==================== design 1
Fig. 1: design 1, where the registers sit
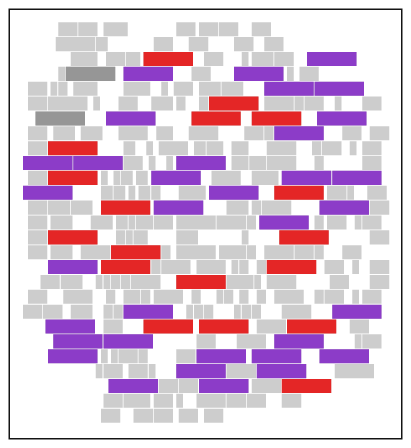

## src/rtl/mips_pkg.sv

```systemverilog
// Shared encodings for the immediate extension path between decode and execute.
package mips_pkg;

  typedef logic [1:0] ext_mode_t;

  localparam ext_mode_t EXT_ZERO   = 2'd0;
  localparam ext_mode_t EXT_SIGN   = 2'd1;
  localparam ext_mode_t EXT_LUI    = 2'd2;
  localparam ext_mode_t EXT_BRANCH = 2'd3;

  localparam int EXT_MODE_W = 2;

endpackage

```

## src/rtl/imm_extend_pipe_slice.sv

```systemverilog
// One valid/ready register stage with synchronous flush; the payload is only
// rewritten when a new item is actually loaded.
module pipe_slice #(
  parameter int W = 8
) (
  input  logic         i_clk,
  input  logic         i_rst,
  input  logic         i_flush,
  input  logic         i_valid,
  output logic         o_ready,
  input  logic [W-1:0] i_data,
  output logic         o_valid,
  input  logic         i_ready,
  output logic [W-1:0] o_data
);

  logic         r_valid;
  logic [W-1:0] r_data;
  logic         w_adv;

  assign w_adv   = !r_valid || i_ready;
  assign o_ready = w_adv;
  assign o_valid = r_valid;
  assign o_data  = r_data;

  // Flush drops the valid only; the last payload stays visible on o_data.
  always_ff @(posedge i_clk or posedge i_rst) begin
    if (i_rst) begin
      r_valid <= 1'b0;
      r_data  <= '0;
    end else if (i_flush) begin
      r_valid <= 1'b0;
    end else if (w_adv) begin
      r_valid <= i_valid;
      if (i_valid) begin
        r_data <= i_data;
      end
    end
  end

endmodule

```

## src/rtl/imm_extend_pipe.sv

```systemverilog
// Two-stage pipelined immediate extender: S1 captures {mode, imm}, the
// extension is computed between the stages and S2 holds {mode, result}.
module imm_extend_pipe
  import mips_pkg::*;
#(
  parameter int IN_W  = 16,
  parameter int OUT_W = 32
) (
  input  logic             i_clk,
  input  logic             i_rst,
  input  logic             i_flush,
  input  logic             i_valid,
  output logic             o_ready,
  input  logic [IN_W-1:0]  i_data,
  input  logic [1:0]       i_mode,
  output logic             o_valid,
  input  logic             i_ready,
  output logic [OUT_W-1:0] o_data,
  output logic [1:0]       o_mode,
  output logic             o_busy
);

  localparam int S1_W  = IN_W + EXT_MODE_W;
  localparam int S2_W  = OUT_W + EXT_MODE_W;
  localparam int EXT_W = OUT_W - IN_W;

  if (IN_W < 2) begin : g_bad_in_w
    $error("imm_extend_pipe: IN_W must be at least 2");
  end
  if (OUT_W < IN_W + 2) begin : g_bad_out_w
    $error("imm_extend_pipe: OUT_W must be at least IN_W+2");
  end

  logic             w_s1_valid;
  logic [S1_W-1:0]  w_s1_data;
  logic             w_s2_ready;
  logic             w_s2_valid;
  logic [S2_W-1:0]  w_s2_data;

  ext_mode_t        w_mode;
  logic [IN_W-1:0]  w_imm;
  logic [OUT_W-1:0] w_sext;
  logic [OUT_W-1:0] w_ext;

  pipe_slice #(.W(S1_W)) u_s1 (
    .i_clk   (i_clk),
    .i_rst   (i_rst),
    .i_flush (i_flush),
    .i_valid (i_valid),
    .o_ready (o_ready),
    .i_data  ({i_mode, i_data}),
    .o_valid (w_s1_valid),
    .i_ready (w_s2_ready),
    .o_data  (w_s1_data)
  );

  assign w_mode = ext_mode_t'(w_s1_data[S1_W-1 -: EXT_MODE_W]);
  assign w_imm  = w_s1_data[IN_W-1:0];
  assign w_sext = {{EXT_W{w_imm[IN_W-1]}}, w_imm};

  // OUT_W >= IN_W+2 guarantees the branch shift never loses a significant bit.
  always_comb begin
    w_ext = '0;
    case (w_mode)
      EXT_ZERO:   w_ext = {{EXT_W{1'b0}}, w_imm};
      EXT_SIGN:   w_ext = w_sext;
      EXT_LUI:    w_ext = {w_imm, {EXT_W{1'b0}}};
      EXT_BRANCH: w_ext = w_sext << 2;
      default:    w_ext = '0;
    endcase
  end

  pipe_slice #(.W(S2_W)) u_s2 (
    .i_clk   (i_clk),
    .i_rst   (i_rst),
    .i_flush (i_flush),
    .i_valid (w_s1_valid),
    .o_ready (w_s2_ready),
    .i_data  ({w_mode, w_ext}),
    .o_valid (w_s2_valid),
    .i_ready (i_ready),
    .o_data  (w_s2_data)
  );

  assign o_valid = w_s2_valid;
  assign o_mode  = w_s2_data[S2_W-1 -: EXT_MODE_W];
  assign o_data  = w_s2_data[OUT_W-1:0];
  assign o_busy  = w_s1_valid | w_s2_valid;

endmodule

```

## config.mk

```make
export PLATFORM = sky130hd
export DESIGN_NAME = imm_extend_pipe
export DESIGN_NICKNAME = d
export VERILOG_FILES = /design/src/rtl/mips_pkg.sv /design/src/rtl/imm_extend_pipe_slice.sv /design/src/rtl/imm_extend_pipe.sv
export SDC_FILE = /design/constraint.sdc
export NUM_CORES = 1
export LEC_CHECK = 0
export CAP_MARGIN = 20
export CORE_ASPECT_RATIO = 1.1
export CORE_MARGIN = 2
export CORE_UTILIZATION = 51
export CTS_BUF_LIST = sky130_fd_sc_hd__clkbuf_4 sky130_fd_sc_hd__clkbuf_8
export DETAILED_ROUTE_END_ITERATION = 12
export GPL_TIMING_DRIVEN = 0
export PLACE_DENSITY = 0.92
export SYNTH_ARGS = -nofsm -noshare
export SYNTH_HDL_FRONTEND = slang
export SYNTH_SLANG_ARGS = --single-unit
```

## constraint.sdc

```tcl
create_clock -name i_clk -period 1.77 [get_ports i_clk]
set_input_delay 0.2655 -clock i_clk [delete_from_list [all_inputs] [get_ports i_clk]]
set_output_delay 0.2655 -clock i_clk [all_outputs]
set_load 0.005 [all_outputs]
```

==================== design 2
`config.mk`:
```
export PLATFORM = sky130hd
export DESIGN_NAME = uart_tx_framer
export DESIGN_NICKNAME = d
export VERILOG_FILES = /design/src/rtl/uart_pkg.sv /design/src/rtl/edge_toggle_detect.sv /design/src/rtl/uart_tx_framer.sv
export SDC_FILE = /design/constraint.sdc
export NUM_CORES = 1
export LEC_CHECK = 0
export CELL_PAD_IN_SITES_DETAIL_PLACEMENT = 1
export CELL_PAD_IN_SITES_GLOBAL_PLACEMENT = 1
export CORE_MARGIN = 2
export CORE_UTILIZATION = 35
export CTS_CLUSTER_SIZE = 40
export DETAILED_ROUTE_END_ITERATION = 8
export MAX_ROUTING_LAYER = met4
export PLACE_DENSITY_LB_ADDON = 0.1
export SYNTH_ARGS = -nofsm -noshare
export SYNTH_HDL_FRONTEND = slang
export SYNTH_SLANG_ARGS = --single-unit
```
`constraint.sdc`:
```
create_clock -name clk -period 1.6 [get_ports clk]
set_clock_uncertainty 0.15 [all_clocks]
set_input_delay 0.32 -clock clk [delete_from_list [all_inputs] [get_ports clk]]
set_output_delay 0.32 -clock clk [all_outputs]
set_load 0.02 [all_outputs]
```
`src/rtl/uart_pkg.sv`:
```
// Shared definitions for the UART transmit framer.
// State encoding, line levels and counter sizing.
package uart_pkg;

  typedef logic [2:0] state_t;

  localparam state_t S_IDLE   = 3'd0;
  localparam state_t S_START  = 3'd1;
  localparam state_t S_DATA   = 3'd2;
  localparam state_t S_PARITY = 3'd3;
  localparam state_t S_STOP   = 3'd4;

  localparam logic LINE_IDLE = 1'b1;
  localparam logic START_LVL = 1'b0;
  localparam logic STOP_LVL  = 1'b1;

  function automatic int cnt_width(input int n);
    return $clog2(n + 1);
  endfunction

endpackage

```
`src/rtl/edge_toggle_detect.sv`:
```
// Turns each toggle of the generator bit clock into a one-cycle tick.
// Reset loads the current level so no false tick follows reset.
module edge_toggle_detect (
  input  logic clk,
  input  logic rst,
  input  logic bit_clk,
  output logic tick
);

  logic bit_clk_d;

  always_ff @(posedge clk) begin
    if (rst) bit_clk_d <= bit_clk;
    else     bit_clk_d <= bit_clk;
  end

  assign tick = bit_clk ^ bit_clk_d;

endmodule

```
`src/rtl/uart_tx_framer.sv`:
```
// Async serial transmit framer driven by an external bit-clock generator.
// Optional even parity bit when UART_TX_PARITY_EN is defined.
module uart_tx_framer
  import uart_pkg::*;
#(
  parameter int DATA_BITS   = 8,
  parameter int STOP_BITS   = 1,
  parameter int CLK_PER_BIT = 200
) (
  input  logic                 clk,
  input  logic                 rst,
  input  logic [DATA_BITS-1:0] tx_data,
  input  logic                 tx_valid,
  output logic                 tx_ready,
  input  logic                 bit_clk,
  output logic                 bit_clk_en,
  output logic                 tx_out,
  output logic                 busy
);

  localparam int CW = cnt_width(DATA_BITS);

  if (DATA_BITS < 5 || DATA_BITS > 9 ||
      STOP_BITS < 1 || STOP_BITS > 2 ||
      CLK_PER_BIT < 1) begin : g_cfg_err
    $error("uart_tx_framer: bad parameters");
  end

  state_t               state, state_nxt;
  logic [DATA_BITS-1:0] shift, shift_nxt;
  logic [CW-1:0]        cnt, cnt_nxt;
  logic                 tick;
  logic                 tx_out_nxt;

`ifdef UART_TX_PARITY_EN
  logic par, par_nxt;
`endif

  edge_toggle_detect u_tick (
    .clk     (clk),
    .rst     (rst),
    .bit_clk (bit_clk),
    .tick    (tick)
  );

  always_comb begin
    state_nxt = state;
    shift_nxt = shift;
    cnt_nxt   = cnt;
`ifdef UART_TX_PARITY_EN
    par_nxt   = par;
`endif
    unique case (state)
      S_IDLE: begin
        if (tx_valid) begin
          state_nxt = S_START;
          shift_nxt = tx_data;
`ifdef UART_TX_PARITY_EN
          par_nxt   = ^tx_data;
`endif
        end
      end
      S_START: begin
        if (tick) begin
          state_nxt = S_DATA;
          cnt_nxt   = '0;
        end
      end
      S_DATA: begin
        if (tick) begin
          shift_nxt = shift >> 1;
          if (cnt == CW'(DATA_BITS - 1)) begin
            cnt_nxt = '0;
`ifdef UART_TX_PARITY_EN
            state_nxt = S_PARITY;
`else
            state_nxt = S_STOP;
`endif
          end else begin
            cnt_nxt = cnt + 1'b1;
          end
        end
      end
`ifdef UART_TX_PARITY_EN
      S_PARITY: begin
        if (tick) begin
          state_nxt = S_STOP;
          cnt_nxt   = '0;
        end
      end
`endif
      S_STOP: begin
        if (tick) begin
          if (cnt == CW'(STOP_BITS - 1)) begin
            state_nxt = S_IDLE;
            cnt_nxt   = '0;
          end else begin
            cnt_nxt = cnt + 1'b1;
          end
        end
      end
      default: state_nxt = S_IDLE;
    endcase
  end

  // Line level is registered from the next state so it switches with it
  always_comb begin
    tx_out_nxt = LINE_IDLE;
    unique case (state_nxt)
      S_START:  tx_out_nxt = START_LVL;
      S_DATA:   tx_out_nxt = shift_nxt[0];
`ifdef UART_TX_PARITY_EN
      S_PARITY: tx_out_nxt = par_nxt;
`endif
      S_STOP:   tx_out_nxt = STOP_LVL;
      default:  tx_out_nxt = LINE_IDLE;
    endcase
  end

  always_ff @(posedge clk) begin
    if (rst) begin
      state      <= S_IDLE;
      shift      <= '0;
      cnt        <= '0;
      tx_out     <= LINE_IDLE;
      bit_clk_en <= 1'b0;
      tx_ready   <= 1'b1;
`ifdef UART_TX_PARITY_EN
      par        <= 1'b0;
`endif
    end else begin
      state      <= state_nxt;
      shift      <= shift_nxt;
      cnt        <= cnt_nxt;
      tx_out     <= tx_out_nxt;
      bit_clk_en <= (state_nxt != S_IDLE);
      tx_ready   <= (state_nxt == S_IDLE);
`ifdef UART_TX_PARITY_EN
      par        <= par_nxt;
`endif
    end
  end

  assign busy = ~tx_ready;

endmodule

```
==================== design 3
--- src/rtl/mfe_led7seg_display_arbiter.sv ---
// Shares one LED7seg display controller among REQ_NUM requesters: one frame buffer per
// requester, round-robin issue with a dwell gap. Define MFE_LED7SEG_ARB_FIXED_PRIO_EN for fixed priority.
module mfe_led7seg_display_arbiter #(
  parameter int                     REQ_NUM      = 4,
  parameter int                     DIG_NUM      = 8,
  parameter int                     SEG_NUM      = 8,
  parameter int                     DWELL_WIDTH  = 24,
  parameter logic [DWELL_WIDTH-1:0] DWELL_CYCLES = 24'd1_000_000,
  localparam int                    DAT_WIDTH    = DIG_NUM * SEG_NUM,
  localparam int                    IDX_WIDTH    = $clog2(REQ_NUM)
) (
  input  logic                         clk,
  input  logic                         rst,
  input  logic [REQ_NUM*DAT_WIDTH-1:0] req_dat,
  input  logic [REQ_NUM-1:0]           req_vld,
  output logic [REQ_NUM-1:0]           req_ack,
  output logic [DAT_WIDTH-1:0]         out_dat,
  output logic                         out_vld,
  output logic [IDX_WIDTH-1:0]         gnt_idx,
  output logic                         busy
);

  typedef enum logic {IDLE, DWELL} state_t;

  state_t                 state_q, state_d;
  logic [DAT_WIDTH-1:0]   slot_buf [REQ_NUM];
  logic [REQ_NUM-1:0]     pending_q;
  logic [DWELL_WIDTH-1:0] cnt_q;
  logic                   win_vld;
  logic [IDX_WIDTH-1:0]   win_idx;
  logic                   issue;
  logic [REQ_NUM-1:0]     grant_mask;

`ifdef MFE_LED7SEG_ARB_FIXED_PRIO_EN
  // Descending scan so the lowest pending index is the last one written.
  always_comb begin
    win_vld = 1'b0;
    win_idx = '0;
    for (int i = REQ_NUM - 1; i >= 0; i--) begin
      if (pending_q[i]) begin
        win_vld = 1'b1;
        win_idx = IDX_WIDTH'(i);
      end
    end
  end
`else
  logic [IDX_WIDTH-1:0] rr_ptr_q;

  // Scan offsets from far to near so the first pending slot at or after rr_ptr wins.
  always_comb begin
    int idx;
    win_vld = 1'b0;
    win_idx = '0;
    for (int k = REQ_NUM - 1; k >= 0; k--) begin
      idx = int'(rr_ptr_q) + k;
      if (idx >= REQ_NUM) idx = idx - REQ_NUM;
      if (pending_q[IDX_WIDTH'(idx)]) begin
        win_vld = 1'b1;
        win_idx = IDX_WIDTH'(idx);
      end
    end
  end

  always_ff @(posedge clk) begin
    if (rst) begin
      rr_ptr_q <= '0;
    end else if (issue) begin
      rr_ptr_q <= (win_idx == IDX_WIDTH'(REQ_NUM - 1)) ? '0 : win_idx + 1'b1;
    end
  end
`endif

  // NOTE: combinational blocks use blocking '=' with every output defaulted first, so no latch
  // is inferred; clocked blocks use non-blocking '<=' so all registers update from pre-edge values.
  always_comb begin
    state_d    = state_q;
    issue      = 1'b0;
    grant_mask = '0;
    case (state_q)
      IDLE: begin
        if (win_vld) begin
          issue      = 1'b1;
          grant_mask = REQ_NUM'(1) << win_idx;
          state_d    = DWELL;
        end
      end
      DWELL: begin
        if (cnt_q == '0) state_d = IDLE;
      end
      default: state_d = IDLE;
    endcase
  end

  always_ff @(posedge clk) begin
    if (rst) begin
      state_q   <= IDLE;
      pending_q <= '0;
      cnt_q     <= '0;
      out_dat   <= '1;
      out_vld   <= 1'b0;
      req_ack   <= '0;
      gnt_idx   <= '0;
    end else begin
      state_q   <= state_d;
      out_vld   <= issue;
      req_ack   <= grant_mask;
      // A post on the slot being granted re-arms it: the old frame goes out, the new one waits.
      pending_q <= (pending_q & ~grant_mask) | req_vld;
      if (issue) begin
        out_dat <= slot_buf[win_idx];
        gnt_idx <= win_idx;
        cnt_q   <= DWELL_CYCLES - DWELL_WIDTH'(1);
      end else if (state_q == DWELL && cnt_q != '0) begin
        cnt_q <= cnt_q - 1'b1;
      end
    end
  end

  // NOTE: the frame buffers carry no reset; a slot is only read after a post has set its pending flag.
  always_ff @(posedge clk) begin
    for (int i = 0; i < REQ_NUM; i++) begin
      if (req_vld[i]) slot_buf[i] <= req_dat[i*DAT_WIDTH +: DAT_WIDTH];
    end
  end

  assign busy = (state_q == DWELL);

endmodule

--- config.mk ---
export PLATFORM = sky130hd
export DESIGN_NAME = mfe_led7seg_display_arbiter
export DESIGN_NICKNAME = d
export VERILOG_FILES = /design/src/rtl/mfe_led7seg_display_arbiter.sv
export SDC_FILE = /design/constraint.sdc
export NUM_CORES = 1
export LEC_CHECK = 0
export CORE_AREA = 3 3 171 173
export DETAILED_ROUTE_END_ITERATION = 8
export DIE_AREA = 0 0 174 176
export PLACE_DENSITY_LB_ADDON = 0.08
export SETUP_SLACK_MARGIN = 0.15
export SKIP_LAST_GASP = 1
export SYNTH_ARGS = -nofsm -noshare
export SYNTH_HDL_FRONTEND = slang
export SYNTH_SLANG_ARGS = --single-unit
--- constraint.sdc ---
create_clock -name clk -period 2.65 [get_ports clk]
set_input_delay 0.53 -clock clk [delete_from_list [all_inputs] [get_ports clk]]
set_output_delay 0.53 -clock clk [all_outputs]
set_load 0.005 [all_outputs]
==================== design 4
==> config.mk <==
export PLATFORM = sky130hd
export DESIGN_NAME = frame_sync_check_flat
export DESIGN_NICKNAME = d
export VERILOG_FILES = /design/src/rtl/frame_sync_check_if.sv /design/src/rtl/frame_sync_check.sv /design/src/flat_wrapper.sv
export SDC_FILE = /design/constraint.sdc
export NUM_CORES = 1
export LEC_CHECK = 0
export ABC_AREA = 1
export CAP_MARGIN = 30
export CELL_PAD_IN_SITES_DETAIL_PLACEMENT = 0
export CELL_PAD_IN_SITES_GLOBAL_PLACEMENT = 1
export CORE_ASPECT_RATIO = 0.7
export CORE_UTILIZATION = 30
export CTS_CLUSTER_DIAMETER = 150
export CTS_CLUSTER_SIZE = 30
export DETAILED_ROUTE_END_ITERATION = 10
export GPL_TIMING_DRIVEN = 1
export HOLD_SLACK_MARGIN = 0.12
export MAX_ROUTING_LAYER = met4
export PLACE_DENSITY = 0.87
export SLEW_MARGIN = 15
export SYNTH_ARGS = -nofsm -noshare
export SYNTH_HDL_FRONTEND = slang
export SYNTH_SLANG_ARGS = --single-unit
export TNS_END_PERCENT = 50
==> constraint.sdc <==
create_clock -name clk_390p625M -period 2.05 [get_ports clk_390p625M]
set_input_delay 0.205 -clock clk_390p625M [delete_from_list [all_inputs] [get_ports clk_390p625M]]
set_output_delay 0.205 -clock clk_390p625M [all_outputs]
set_load 0.02 [all_outputs]
==> src/rtl/frame_sync_check_if.sv <==
// ============================================================================
// Module      : frame_sync_check_if
// Description : Data/status bundle between the descrambler-side driver and
//               frame_sync_check.
// Revision    : 1.0
// ============================================================================
`default_nettype none

interface frame_sync_check_if #(
    parameter int DATA_W    = 62,
    parameter int IDX_W     = 5,
    parameter int PKT_CNT_W = 30,
    parameter int ERR_CNT_W = 16
);
    logic                 data_valid;
    logic [DATA_W-1:0]    unscrambled_data;
    logic                 data_packet_start;
    logic                 err_cnt_clr;
    logic [IDX_W-1:0]     frame_idx;
    logic                 frame_tail_flag;
    logic                 frame_tail_error;
    logic [PKT_CNT_W-1:0] packet_count;
    logic                 packet_count_overflow;
    logic [ERR_CNT_W-1:0] tail_err_count;
    logic                 restart_flag;
    logic                 locked;

    modport master (
        output data_valid, unscrambled_data, data_packet_start, err_cnt_clr,
        input  frame_idx, frame_tail_flag, frame_tail_error, packet_count,
               packet_count_overflow, tail_err_count, restart_flag, locked
    );

    modport slave (
        input  data_valid, unscrambled_data, data_packet_start, err_cnt_clr,
        output frame_idx, frame_tail_flag, frame_tail_error, packet_count,
               packet_count_overflow, tail_err_count, restart_flag, locked
    );
endinterface

`default_nettype wire

==> src/rtl/frame_sync_check.sv <==
// ============================================================================
// Module      : frame_sync_check
// Description : Per-packet header/body/tail tracker with tail-pattern check,
//               packet/error counters and frame-alignment lock FSM.
//               Optional error counter: FRAME_SYNC_CHECK_STATS_EN.
// Revision    : 1.0
// ============================================================================
`default_nettype none

module frame_sync_check #(
    parameter int                DATA_W        = 62,
    parameter int                BODY_FRAMES   = 25,
    parameter int                TAIL_W        = 4,
    parameter logic [TAIL_W-1:0] TAIL_PATTERN  = 4'b0011,
    parameter int                PKT_CNT_W     = 30,
    parameter int                ERR_CNT_W     = 16,
    parameter int                LOCK_THRESH   = 4,
    parameter int                UNLOCK_THRESH = 2,
    localparam int               IDX_W         = $clog2(BODY_FRAMES + 2)
) (
    input  wire logic          clk_390p625M,
    input  wire logic          rst,
    frame_sync_check_if.slave  bus
);

    localparam logic [1:0] S_IDLE = 2'd0;
    localparam logic [1:0] S_BODY = 2'd1;
    localparam logic [1:0] S_TAIL = 2'd2;

    localparam logic [IDX_W-1:0] IDX_FIRST     = IDX_W'(1);
    localparam logic [IDX_W-1:0] IDX_LAST_BODY = IDX_W'(BODY_FRAMES);
    localparam logic [IDX_W-1:0] IDX_TAIL      = IDX_W'(BODY_FRAMES + 1);

    localparam int GOOD_W = $clog2(LOCK_THRESH + 1);
    localparam int BAD_W  = $clog2(UNLOCK_THRESH + 1);
    localparam logic [GOOD_W-1:0] GOOD_MAX = GOOD_W'(LOCK_THRESH);
    localparam logic [BAD_W-1:0]  BAD_MAX  = BAD_W'(UNLOCK_THRESH);

    logic [1:0]           state, state_nxt;
    logic [IDX_W-1:0]     idx, idx_nxt;
    logic                 tail_flag;
    logic                 tail_err;
    logic [PKT_CNT_W-1:0] pkt_cnt;
    logic                 pkt_ovf;
    logic                 restart;
    logic                 lock;
    logic [GOOD_W-1:0]    good_run, good_inc;
    logic [BAD_W-1:0]     bad_run, bad_inc;

    logic start_beat, tail_beat, tail_match, abort, good_tail, bad_event;
    logic unused_data;

    assign start_beat = bus.data_valid && bus.data_packet_start;
    assign tail_beat  = bus.data_valid && (state == S_TAIL);
    assign tail_match = (bus.unscrambled_data[TAIL_W-1:0] == TAIL_PATTERN);
    assign abort      = start_beat && (state == S_BODY);
    assign good_tail  = tail_beat && tail_match;
    // A restart inside a packet is treated exactly like a failed tail.
    assign bad_event  = (tail_beat && !tail_match) || abort;
    assign unused_data = ^bus.unscrambled_data[DATA_W-1:TAIL_W];

    always_ff @(posedge clk_390p625M) begin
        if (rst) begin
            state <= S_IDLE;
            idx   <= '0;
        end else begin
            state <= state_nxt;
            idx   <= idx_nxt;
        end
    end

    always_comb begin
        state_nxt = state;
        idx_nxt   = idx;
        if (bus.data_valid) begin
            case (state)
                S_IDLE: begin
                    if (bus.data_packet_start) begin
                        state_nxt = S_BODY;
                        idx_nxt   = IDX_FIRST;
                    end
                end
                S_BODY: begin
                    if (bus.data_packet_start) begin
                        idx_nxt = IDX_FIRST;
                    end else if (idx == IDX_LAST_BODY) begin
                        state_nxt = S_TAIL;
                        idx_nxt   = IDX_TAIL;
                    end else begin
                        idx_nxt = idx + IDX_W'(1);
                    end
                end
                S_TAIL: begin
                    if (bus.data_packet_start) begin
                        state_nxt = S_BODY;
                        idx_nxt   = IDX_FIRST;
                    end else begin
                        state_nxt = S_IDLE;
                        idx_nxt   = '0;
                    end
                end
                default: begin
                    state_nxt = S_IDLE;
                    idx_nxt   = '0;
                end
            endcase
        end
    end

    always_comb begin
        tail_flag = (state == S_TAIL);
    end

    always_comb begin
        good_inc = (good_run == GOOD_MAX) ? GOOD_MAX : good_run + GOOD_W'(1);
        bad_inc  = (bad_run == BAD_MAX) ? BAD_MAX : bad_run + BAD_W'(1);
    end

    always_ff @(posedge clk_390p625M) begin
        if (rst) begin
            tail_err <= 1'b0;
            pkt_cnt  <= '0;
            pkt_ovf  <= 1'b0;
            restart  <= 1'b0;
            lock     <= 1'b0;
            good_run <= '0;
            bad_run  <= '0;
        end else begin
            restart <= abort;
            if (tail_beat) begin
                tail_err <= !tail_match;
            end
            // Once wrapped, the next header restarts the count at 1.
            if (start_beat) begin
                if (pkt_ovf) begin
                    pkt_ovf <= 1'b0;
                    pkt_cnt <= PKT_CNT_W'(1);
                end else begin
                    pkt_ovf <= &pkt_cnt;
                    pkt_cnt <= pkt_cnt + PKT_CNT_W'(1);
                end
            end
            if (good_tail) begin
                good_run <= good_inc;
                bad_run  <= '0;
                if (good_inc == GOOD_MAX) begin
                    lock <= 1'b1;
                end
            end else if (bad_event) begin
                bad_run  <= bad_inc;
                good_run <= '0;
                if (bad_inc == BAD_MAX) begin
                    lock <= 1'b0;
                end
            end
        end
    end

`ifdef FRAME_SYNC_CHECK_STATS_EN
    logic [ERR_CNT_W-1:0] err_cnt;

    always_ff @(posedge clk_390p625M) begin
        if (rst) begin
            err_cnt <= '0;
        end else if (bus.err_cnt_clr) begin
            err_cnt <= '0;
        end else if (bad_event && !(&err_cnt)) begin
            err_cnt <= err_cnt + ERR_CNT_W'(1);
        end
    end

    assign bus.tail_err_count = err_cnt;
`else
    logic unused_clr;
    assign unused_clr         = bus.err_cnt_clr;
    assign bus.tail_err_count = '0;
`endif

    assign bus.frame_idx             = idx;
    assign bus.frame_tail_flag       = tail_flag;
    assign bus.frame_tail_error      = tail_err;
    assign bus.packet_count          = pkt_cnt;
    assign bus.packet_count_overflow = pkt_ovf;
    assign bus.restart_flag          = restart;
    assign bus.locked                = lock;

endmodule

`default_nettype wire
==> src/flat_wrapper.sv <==
// flat-port wrapper written by rule: the top's interface ports become plain ports
module frame_sync_check_flat 
#(
    parameter int                DATA_W        = 62,
    parameter int                BODY_FRAMES   = 25,
    parameter int                TAIL_W        = 4,
    parameter logic [TAIL_W-1:0] TAIL_PATTERN  = 4'b0011,
    parameter int                PKT_CNT_W     = 30,
    parameter int                ERR_CNT_W     = 16,
    parameter int                LOCK_THRESH   = 4,
    parameter int                UNLOCK_THRESH = 2,
    localparam int               IDX_W         = $clog2(BODY_FRAMES + 2)
)
  (clk_390p625M, rst, bus_data_valid, bus_unscrambled_data, bus_data_packet_start, bus_err_cnt_clr, bus_frame_idx, bus_frame_tail_flag, bus_frame_tail_error, bus_packet_count, bus_packet_count_overflow, bus_tail_err_count, bus_restart_flag, bus_locked);
  frame_sync_check_if #(.DATA_W(DATA_W), .PKT_CNT_W(PKT_CNT_W), .ERR_CNT_W(ERR_CNT_W)) bus_i ();
  input  wire logic clk_390p625M;
  input  wire logic rst;
  input wire logic [$bits(bus_i.data_valid)-1:0] bus_data_valid;
  input wire logic [$bits(bus_i.unscrambled_data)-1:0] bus_unscrambled_data;
  input wire logic [$bits(bus_i.data_packet_start)-1:0] bus_data_packet_start;
  input wire logic [$bits(bus_i.err_cnt_clr)-1:0] bus_err_cnt_clr;
  output wire logic [$bits(bus_i.frame_idx)-1:0] bus_frame_idx;
  output wire logic [$bits(bus_i.frame_tail_flag)-1:0] bus_frame_tail_flag;
  output wire logic [$bits(bus_i.frame_tail_error)-1:0] bus_frame_tail_error;
  output wire logic [$bits(bus_i.packet_count)-1:0] bus_packet_count;
  output wire logic [$bits(bus_i.packet_count_overflow)-1:0] bus_packet_count_overflow;
  output wire logic [$bits(bus_i.tail_err_count)-1:0] bus_tail_err_count;
  output wire logic [$bits(bus_i.restart_flag)-1:0] bus_restart_flag;
  output wire logic [$bits(bus_i.locked)-1:0] bus_locked;
  assign bus_i.data_valid = bus_data_valid;
  assign bus_i.unscrambled_data = bus_unscrambled_data;
  assign bus_i.data_packet_start = bus_data_packet_start;
  assign bus_i.err_cnt_clr = bus_err_cnt_clr;
  assign bus_frame_idx = bus_i.frame_idx;
  assign bus_frame_tail_flag = bus_i.frame_tail_flag;
  assign bus_frame_tail_error = bus_i.frame_tail_error;
  assign bus_packet_count = bus_i.packet_count;
  assign bus_packet_count_overflow = bus_i.packet_count_overflow;
  assign bus_tail_err_count = bus_i.tail_err_count;
  assign bus_restart_flag = bus_i.restart_flag;
  assign bus_locked = bus_i.locked;
  frame_sync_check #(.DATA_W(DATA_W), .BODY_FRAMES(BODY_FRAMES), .TAIL_W(TAIL_W), .TAIL_PATTERN(TAIL_PATTERN), .PKT_CNT_W(PKT_CNT_W), .ERR_CNT_W(ERR_CNT_W), .LOCK_THRESH(LOCK_THRESH), .UNLOCK_THRESH(UNLOCK_THRESH)) u_core (.clk_390p625M(clk_390p625M), .rst(rst), .bus(bus_i));
endmodule
Fig. 2: design 2, signal metal coverage by tile
Bar = 20 µm. The die is cut into 11 by 11 equal tiles; dark purple is low, yellow is high, scaled to the fullest tile. Values are wire area over tile area, all layers added.
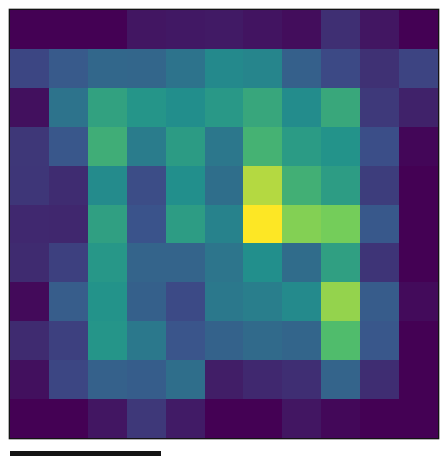
- fullest tile: 0.42
- densest ninth of the die: center
- tiles over half the peak: 20%
Total Wirelength: 2.59 mm
GRT Overall Usage: 17.9%

==> results.cfg, design 2 <==
; generated from flow reports
[cells_and_area]
nNonClkBuffers = 39
bufAreaShareNonClock_pct = 24.8
instances_no_fill = 174
inv_count = 5
largest_reg_flops = 8
comb_cells = 76
top_regs = shift: 8 flops, cnt: 4 flops, state: 3 flops
seq-cell-share_pct = 28.1

[global_routing]
antenna_found_initial = 0
met1_usage_pct = 22.0
grt_pass1_vias = 948

[hold_path]
hp-class = in -> reg

[clock_network]
cts_setup_buffers = 3
postCtsHoldBufs = 0
clk_latency_ns = 0.30
htree_levels = 1
cts.path.max_buffers = 2
clock_sinks = 19

[route]
wl_met2_mm = 1.40
drc = 0
wl_met3_um = 54
drt-met1-wl_mm = 1.10

[worst_setup_path]
start_kind = register
crit_type = reg -> reg
cpPeakStageDelay_ns = 0.37
path_cells = ha_4, and3b_2, a211o_1, a211oi_2, a31oi_1
crit_path_end_kind = register
cp_slowest_cell = dfxtp_2
worstPathMaxFanout = 4
required_ns = 1.64

[placed_design]
placedCellCount = 165
place_hpwl_mm = 1.85

[yosys]
synth_nets = 121
synth_warnings = 0
postSynthSeqShare_pct = 39.0
top_cell_area_share_pct = 39.0
syn_inst = 107
yosysCellCount = 107
synth_area_leader_cell = dfxtp_1
netlist_area_um2 = 976
synthTopLogicFamily = AND-OR/OR-AND gates
yosys.cell_types.count = 34
async_flop_share_pct = 0

[sta]
period_used_pct = 101
fin_ws_ns = -0.0162
finalSetupViolCount = 2
hold_violations = 0

[power_and_ir_drop]
leakagePower_uw = 0.000556
net-switching-power_uw = 290
total_power_uw = 1020

[floorplanning]
num_rows = 19

[outcome]
status = finished with violations
violations = negative setup slack

[run]
warning_count = 29
[design 2: power by group through the flow]
| stage | logic, µW | clock network (µW) | registers, µW |
|---|---|---|---|
| 5_1_grt | 270 | 297 | 522 |
| 3_5_place_dp | 227 | 0 | 529 |
| 4_1_cts | 240 | 270 | 521 |
| 2_1_floorplan | 123 | 0 | 534 |
| 6_report | 249 | 250 | 518 |
| 3_3_place_gp | 222 | 0 | 528 |
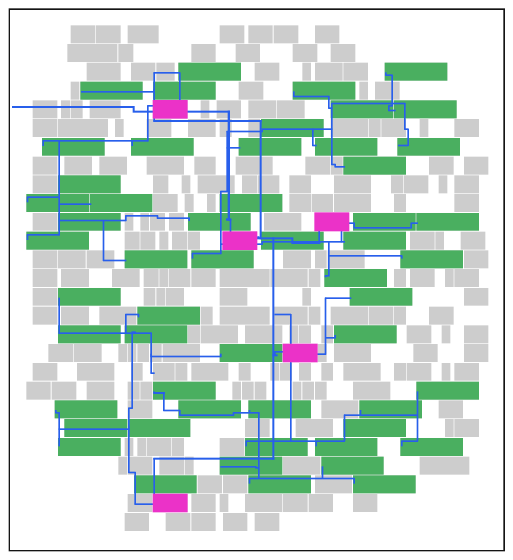
Fig. 3. Clock wires, drivers and flops (design 1).
- clock drivers: magenta (count 5)
- flip-flops: green (count 54)
- clock wires: blue (length 621 µm)
- flops lie: all over the die
- routed clock nets: 6
clk latency late pin: 0.32 ns
Clk power: 746 µW
final setup skew: 0.0116 ns
power share of the clock group: 19.2%

Fig. 4: design 1, cell outlines without signal wires
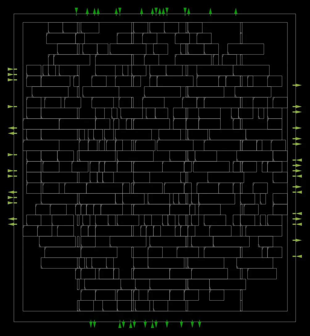
Final Util: 67.8%
Layout fillers: 373
Core Area: 0.00493 mm²

Notes on Fig. 1 above:
- u_s2.o_data: purple (flops 34; where all over the die)
- u_s1.o_data: red (flops 18)
- not colored: 2
P_seq: 1800 µW
Seq area share: 40.4%
FF/Latch Area: 0.00135 mm²

==> results.cfg, design 1 <==
; generated from flow reports
[outcome]
status = completed

[cells_and_area]
mi_logic_area_mm2 = 0.00101
clockBufferCount = 6
area_dominant_class = flip-flops and latches
antenna_cells = 0

[yosys]
ys_sh_mux_pct = 25.6
ys_area_mm2 = 0.00256
synth-xor-area-share_pct = 0
synthTopLogicFamily = multiplexers

[worst_setup_path]
cp-endpoint = o_ready
crit_top_cell = clkdlybuf4s50_1
timing.critical_path.from = i_ready
path_delay_family = buffers and inverters
r2r_start = u_s2.o_valid
reg2reg_depth = 5
start_kind = input pin
worstPathMaxFanout = 3
r2r_slack_ns = 0.28

[clock_network]
cts.path.max_buffers = 2
cts_tree = yes
root_buffer = clkbuf_8

[route]
wl_mm = 5.16
via_count = 1681
viasPerCell = 5.17
wl_met2_mm = 2.58

[placed_design]
portBuffers = 59

[power_and_ir_drop]
p_seq_share_pct = 46.3
total_power_uw = 3880
combPwrFrac_pct = 34.5
p_comb_uw = 1340
net-switching-power_uw = 1110

[floorplanning]
taps = 58
io_pins = 60
chipArea_mm2 = 0.00561

[global_routing]
overflow = 0
grt_first_pass_wirelength_mm = 8.48

[sta]
grt_setup_unrepaired = no
period_used_pct = 97.6
==> design 1: through the flow <==
step / setup TNS [ns] / setup WS (ns) / utilization (%) / hold slack, ns
6_report: 0 / 0.0422 / 67.8 / 0.206
5_1_grt: 0 / 0.0193 / 67.8 / 0.216
4_1_cts: 0 / 0.00378 / 67.8 / 0.210
3_5_place_dp: -0.288 / -0.0273 / 65.8 / 0.499
3_3_place_gp: -39.59 / -0.735 / 65.4 / 0.495
2_1_floorplan: 0 / 0.190 / - / 0.329
==> design 1: timing repair <==
item | in CTS | in global routing
resized | 0 | 1
hold buffers | 0 | 0
endpoints found under the setup margin | 0 | 1
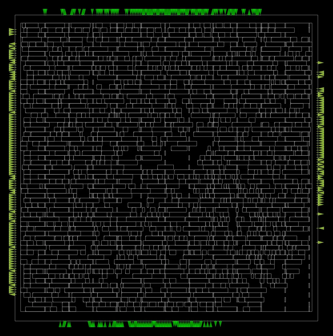
Fig. 5. Cell outlines without signal wires (design 3).
fin cells: 1722
Core Area: 0.0278 mm²

==> results.cfg, design 3 <==
; generated from flow reports
[cells_and_area]
antenna_cells = 7
lay_top_cells = 328 x clkdlybuf4s50_1, 256 x edfxtp_1, 102 x dfxtp_1
final-seq-area_mm2 = 0.00973
fillers = 2022

[yosys]
synth_warnings = 0
synth-xor-area-share_pct = 0.757
synth_dominant_cell_count = edfxtp_1
synthTopCellsByArea = edfxtp_1 55%, dfxtp_1 15%, mux2i_1 4.7%
yosysCellCount = 988
ys_sh_mux_pct = 4.69

[power_and_ir_drop]
power_clock_uw = 5300
p_int_uw = 10900
p_comb_uw = 2350
peakVddDrop_mv = 0.560
combPwrFrac_pct = 16.3

[global_routing]
grt_pass1_vias = 10300
grt_max_degree = 66

[route]
drc = 0
drt_iter0_markers = 766

[worst_setup_path]
crit_path_end_kind = register
timing.critical_path.from = rr_ptr_q[1]
required_ns = 3.04
reg2reg_to = pending_q[3]
crit_top_cell = nor2_1

[floorplanning]
die_w_um = 174
fp_util_pct = 50.0
num_rows = 61
die_h_um = 176

[clock_network]
clock_sinks = 358
cts.path.max_buffers = 3
cts_setup_buffers = 0

[outcome]
status = completed

[sta]
worst_pin_slew_ns = 1.12
grt_setup_unrepaired = no

[placed_design]
place_hpwl_mm = 25.9
portBuffers = 333
[design 3: state kept, by name, summed over array words and instances (netlist names)]
signal and count:
rr_ptr_q 2, pending_q 4, cnt_q 24, req_ack 4
out_dat 64, busy 1, out_vld 1, gnt_idx 2
slot_buf 256
[design 3: metal layers]
layer | global-route usage, % | vias up | part of all wire, %
li1 | - | 4562 | -
met1 | 32.9 | 4988 | 40
met2 | 42.6 | 413 | 49
met3 | 7.18 | 71 | 8.4
met4 | 7.84 | 12 | 2.4
met5 | 0 | - | 0.19
Fig. 6: design 4, clock wires, drivers and flops
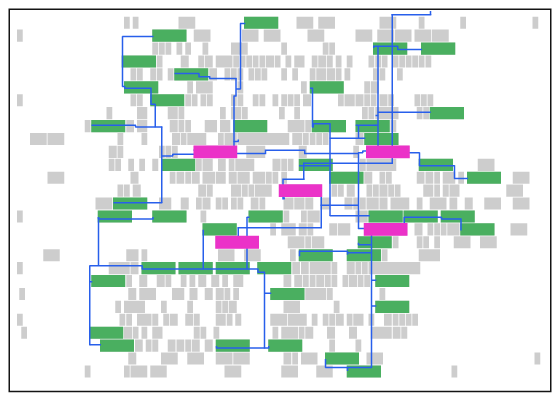
- clock wires: blue (length 643 µm)
- clock drivers: magenta (count 5)
- flip-flops: green (count 46)
- routed clock nets: 6
final setup skew: 0.00675 ns
Clk power: 1080 µW
power share of the clock group: 49.8%

==> results.cfg, design 4 <==
; generated from flow reports
[floorplanning]
die_w_um = 114
num_rows = 28
core_mm2 = 0.00848

[global_routing]
overflow = 0
grt_max_degree = 15

[sta]
grt_setup_unrepaired = no
tns_ns = 0

[yosys]
top_cell_area_share_pct = 35.1

[power_and_ir_drop]
top_power_group = the clock network
seq_power_uw = 917

[outcome]
status = completed

[worst_setup_path]
cp_slowest_cell = clkdlybuf4s50_1
crit_path_end_kind = primary output

[placed_design]
preCtsSetupSlack_ns = 0.181

[cells_and_area]
largest_reg_flops = 30
final_nets = 530

[hold_path]
hold_depth = 2

[route]
firstDrtPassIters = 4
wl_mm = 6.30
## design 4: layout make-up
class                      instances  area share [%]
clock buffer                       6            4.07
clock inverter                     2            1.76
inverter                          65            7.15
multi-input combinational        284            40.1
sequential                        46            27.0
tap                              120            4.40
timing repair buffer              55            15.5
## design 4: cell families (layout without fill, tap and decap cells)
logic type,after synthesis,count (layout)
simple gates,209,209
other cells,1,16
fa+ha+maj,6,6
buf+inv,86,128
flops,46,46
compound gates,52,52
xor+xnor,1,1

## Gallery

Sizing map.
Bar = 20 µm.
picture 1
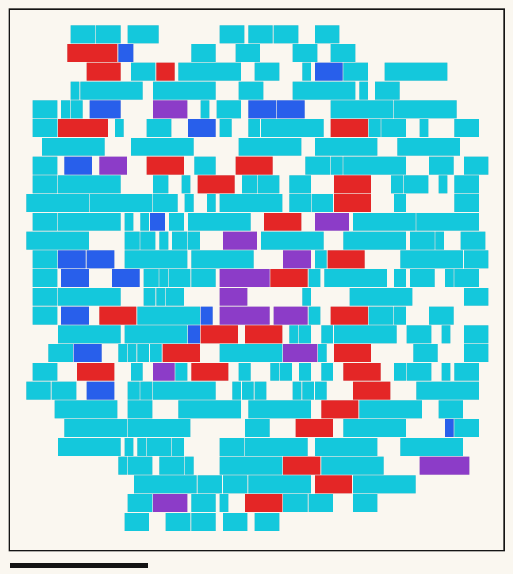
picture 2
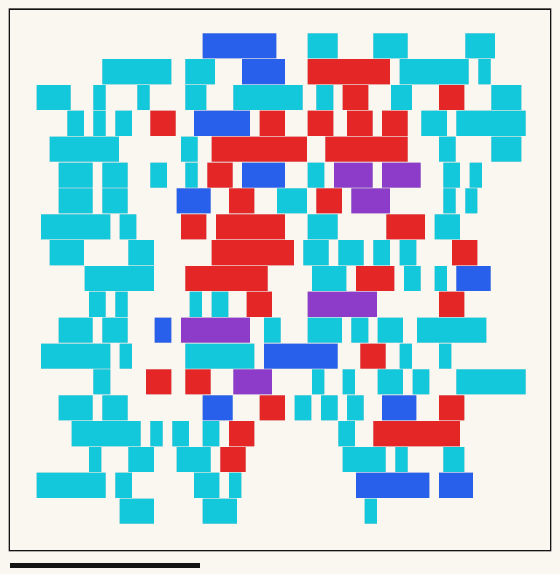
picture 3
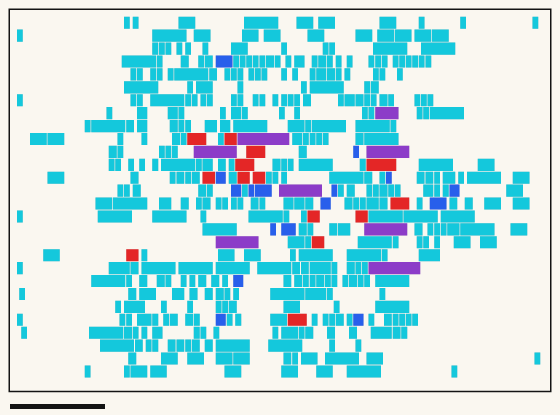
design 2 -> picture 2
design 4 -> picture 3
design 1 -> picture 1
The one with the smallest die is picture 2.

Key to picture 2:
- _3 and _4 cells: red (cells 30; share 21%; most used buf_4)
- _6 and larger: purple (cells 6; share 4.2%; most used buf_6)
- _2 cells: blue (cells 12; share 8.4%; most used dfxtp_2)
- _0 and _1 cells: cyan (cells 95; share 66%; most used a21oi_1)



## Gallery

Where the registers sit.
panel A
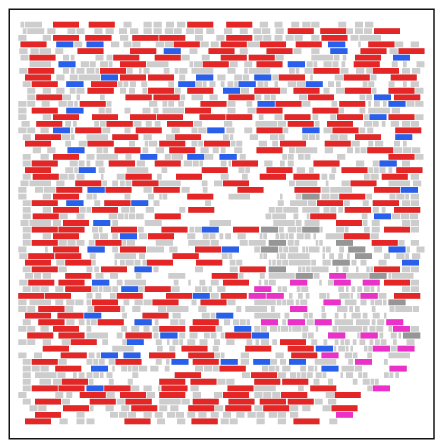
panel B
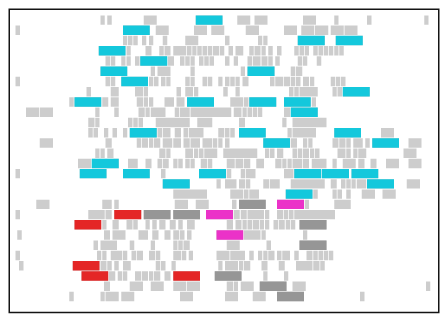
panel C
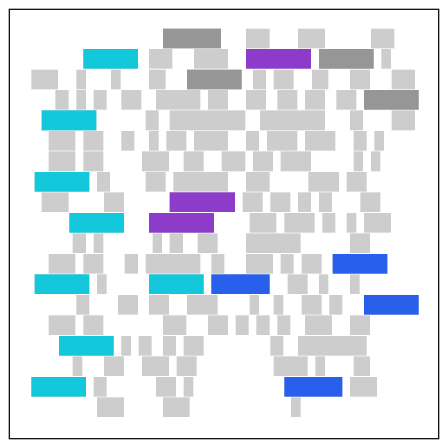
panel B -> design 4
panel C -> design 2
panel A -> design 3
The one with the most cells is panel A.
The one with the fewest cells is panel C.

Key to panel B:
- u_core.good_run: magenta (flops 3)
- u_core.bus.packet_count: cyan (flops 30)
- u_core.bus.frame_idx: red (flops 5; where lower left)


## Gallery

Signal metal coverage by tile.
shot_01.png
Bar = 50 µm. The die is cut into 35 by 35 equal tiles; dark purple is low, yellow is high, scaled to the fullest tile. Values are wire area over tile area, all layers added.
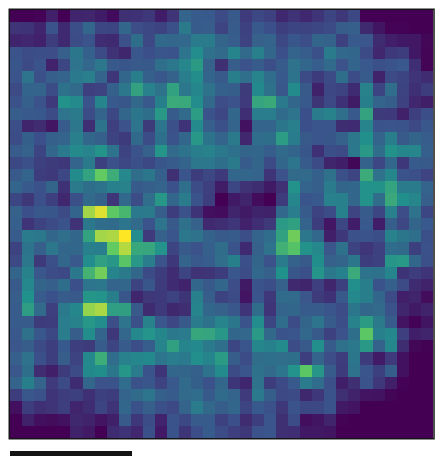
shot_02.png
Bar = 20 µm. The die is cut into 23 by 16 equal tiles; dark purple is low, yellow is high, scaled to the fullest tile. Values are wire area over tile area, all layers added.
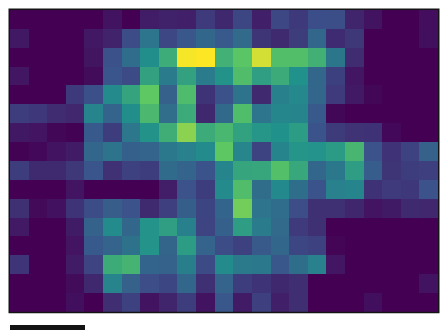
shot_03.png
Bar = 20 µm. The die is cut into 14 by 16 equal tiles; dark purple is low, yellow is high, scaled to the fullest tile. Values are wire area over tile area, all layers added.
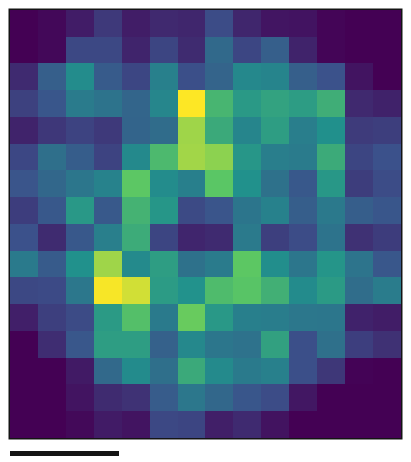
shot_02.png is design 4.
shot_01.png is design 3.
shot_03.png is design 1.
- smallest die: shot_03.png
- largest die: shot_01.png

Key to shot_03.png:
- tiles over half the peak: 19%
- densest ninth of the die: center
- fullest tile: 0.46
- nearly empty tiles: 11%
- mean over tiles: 0.14

No activity file was given, so power comes from the tool's default toggle rates.
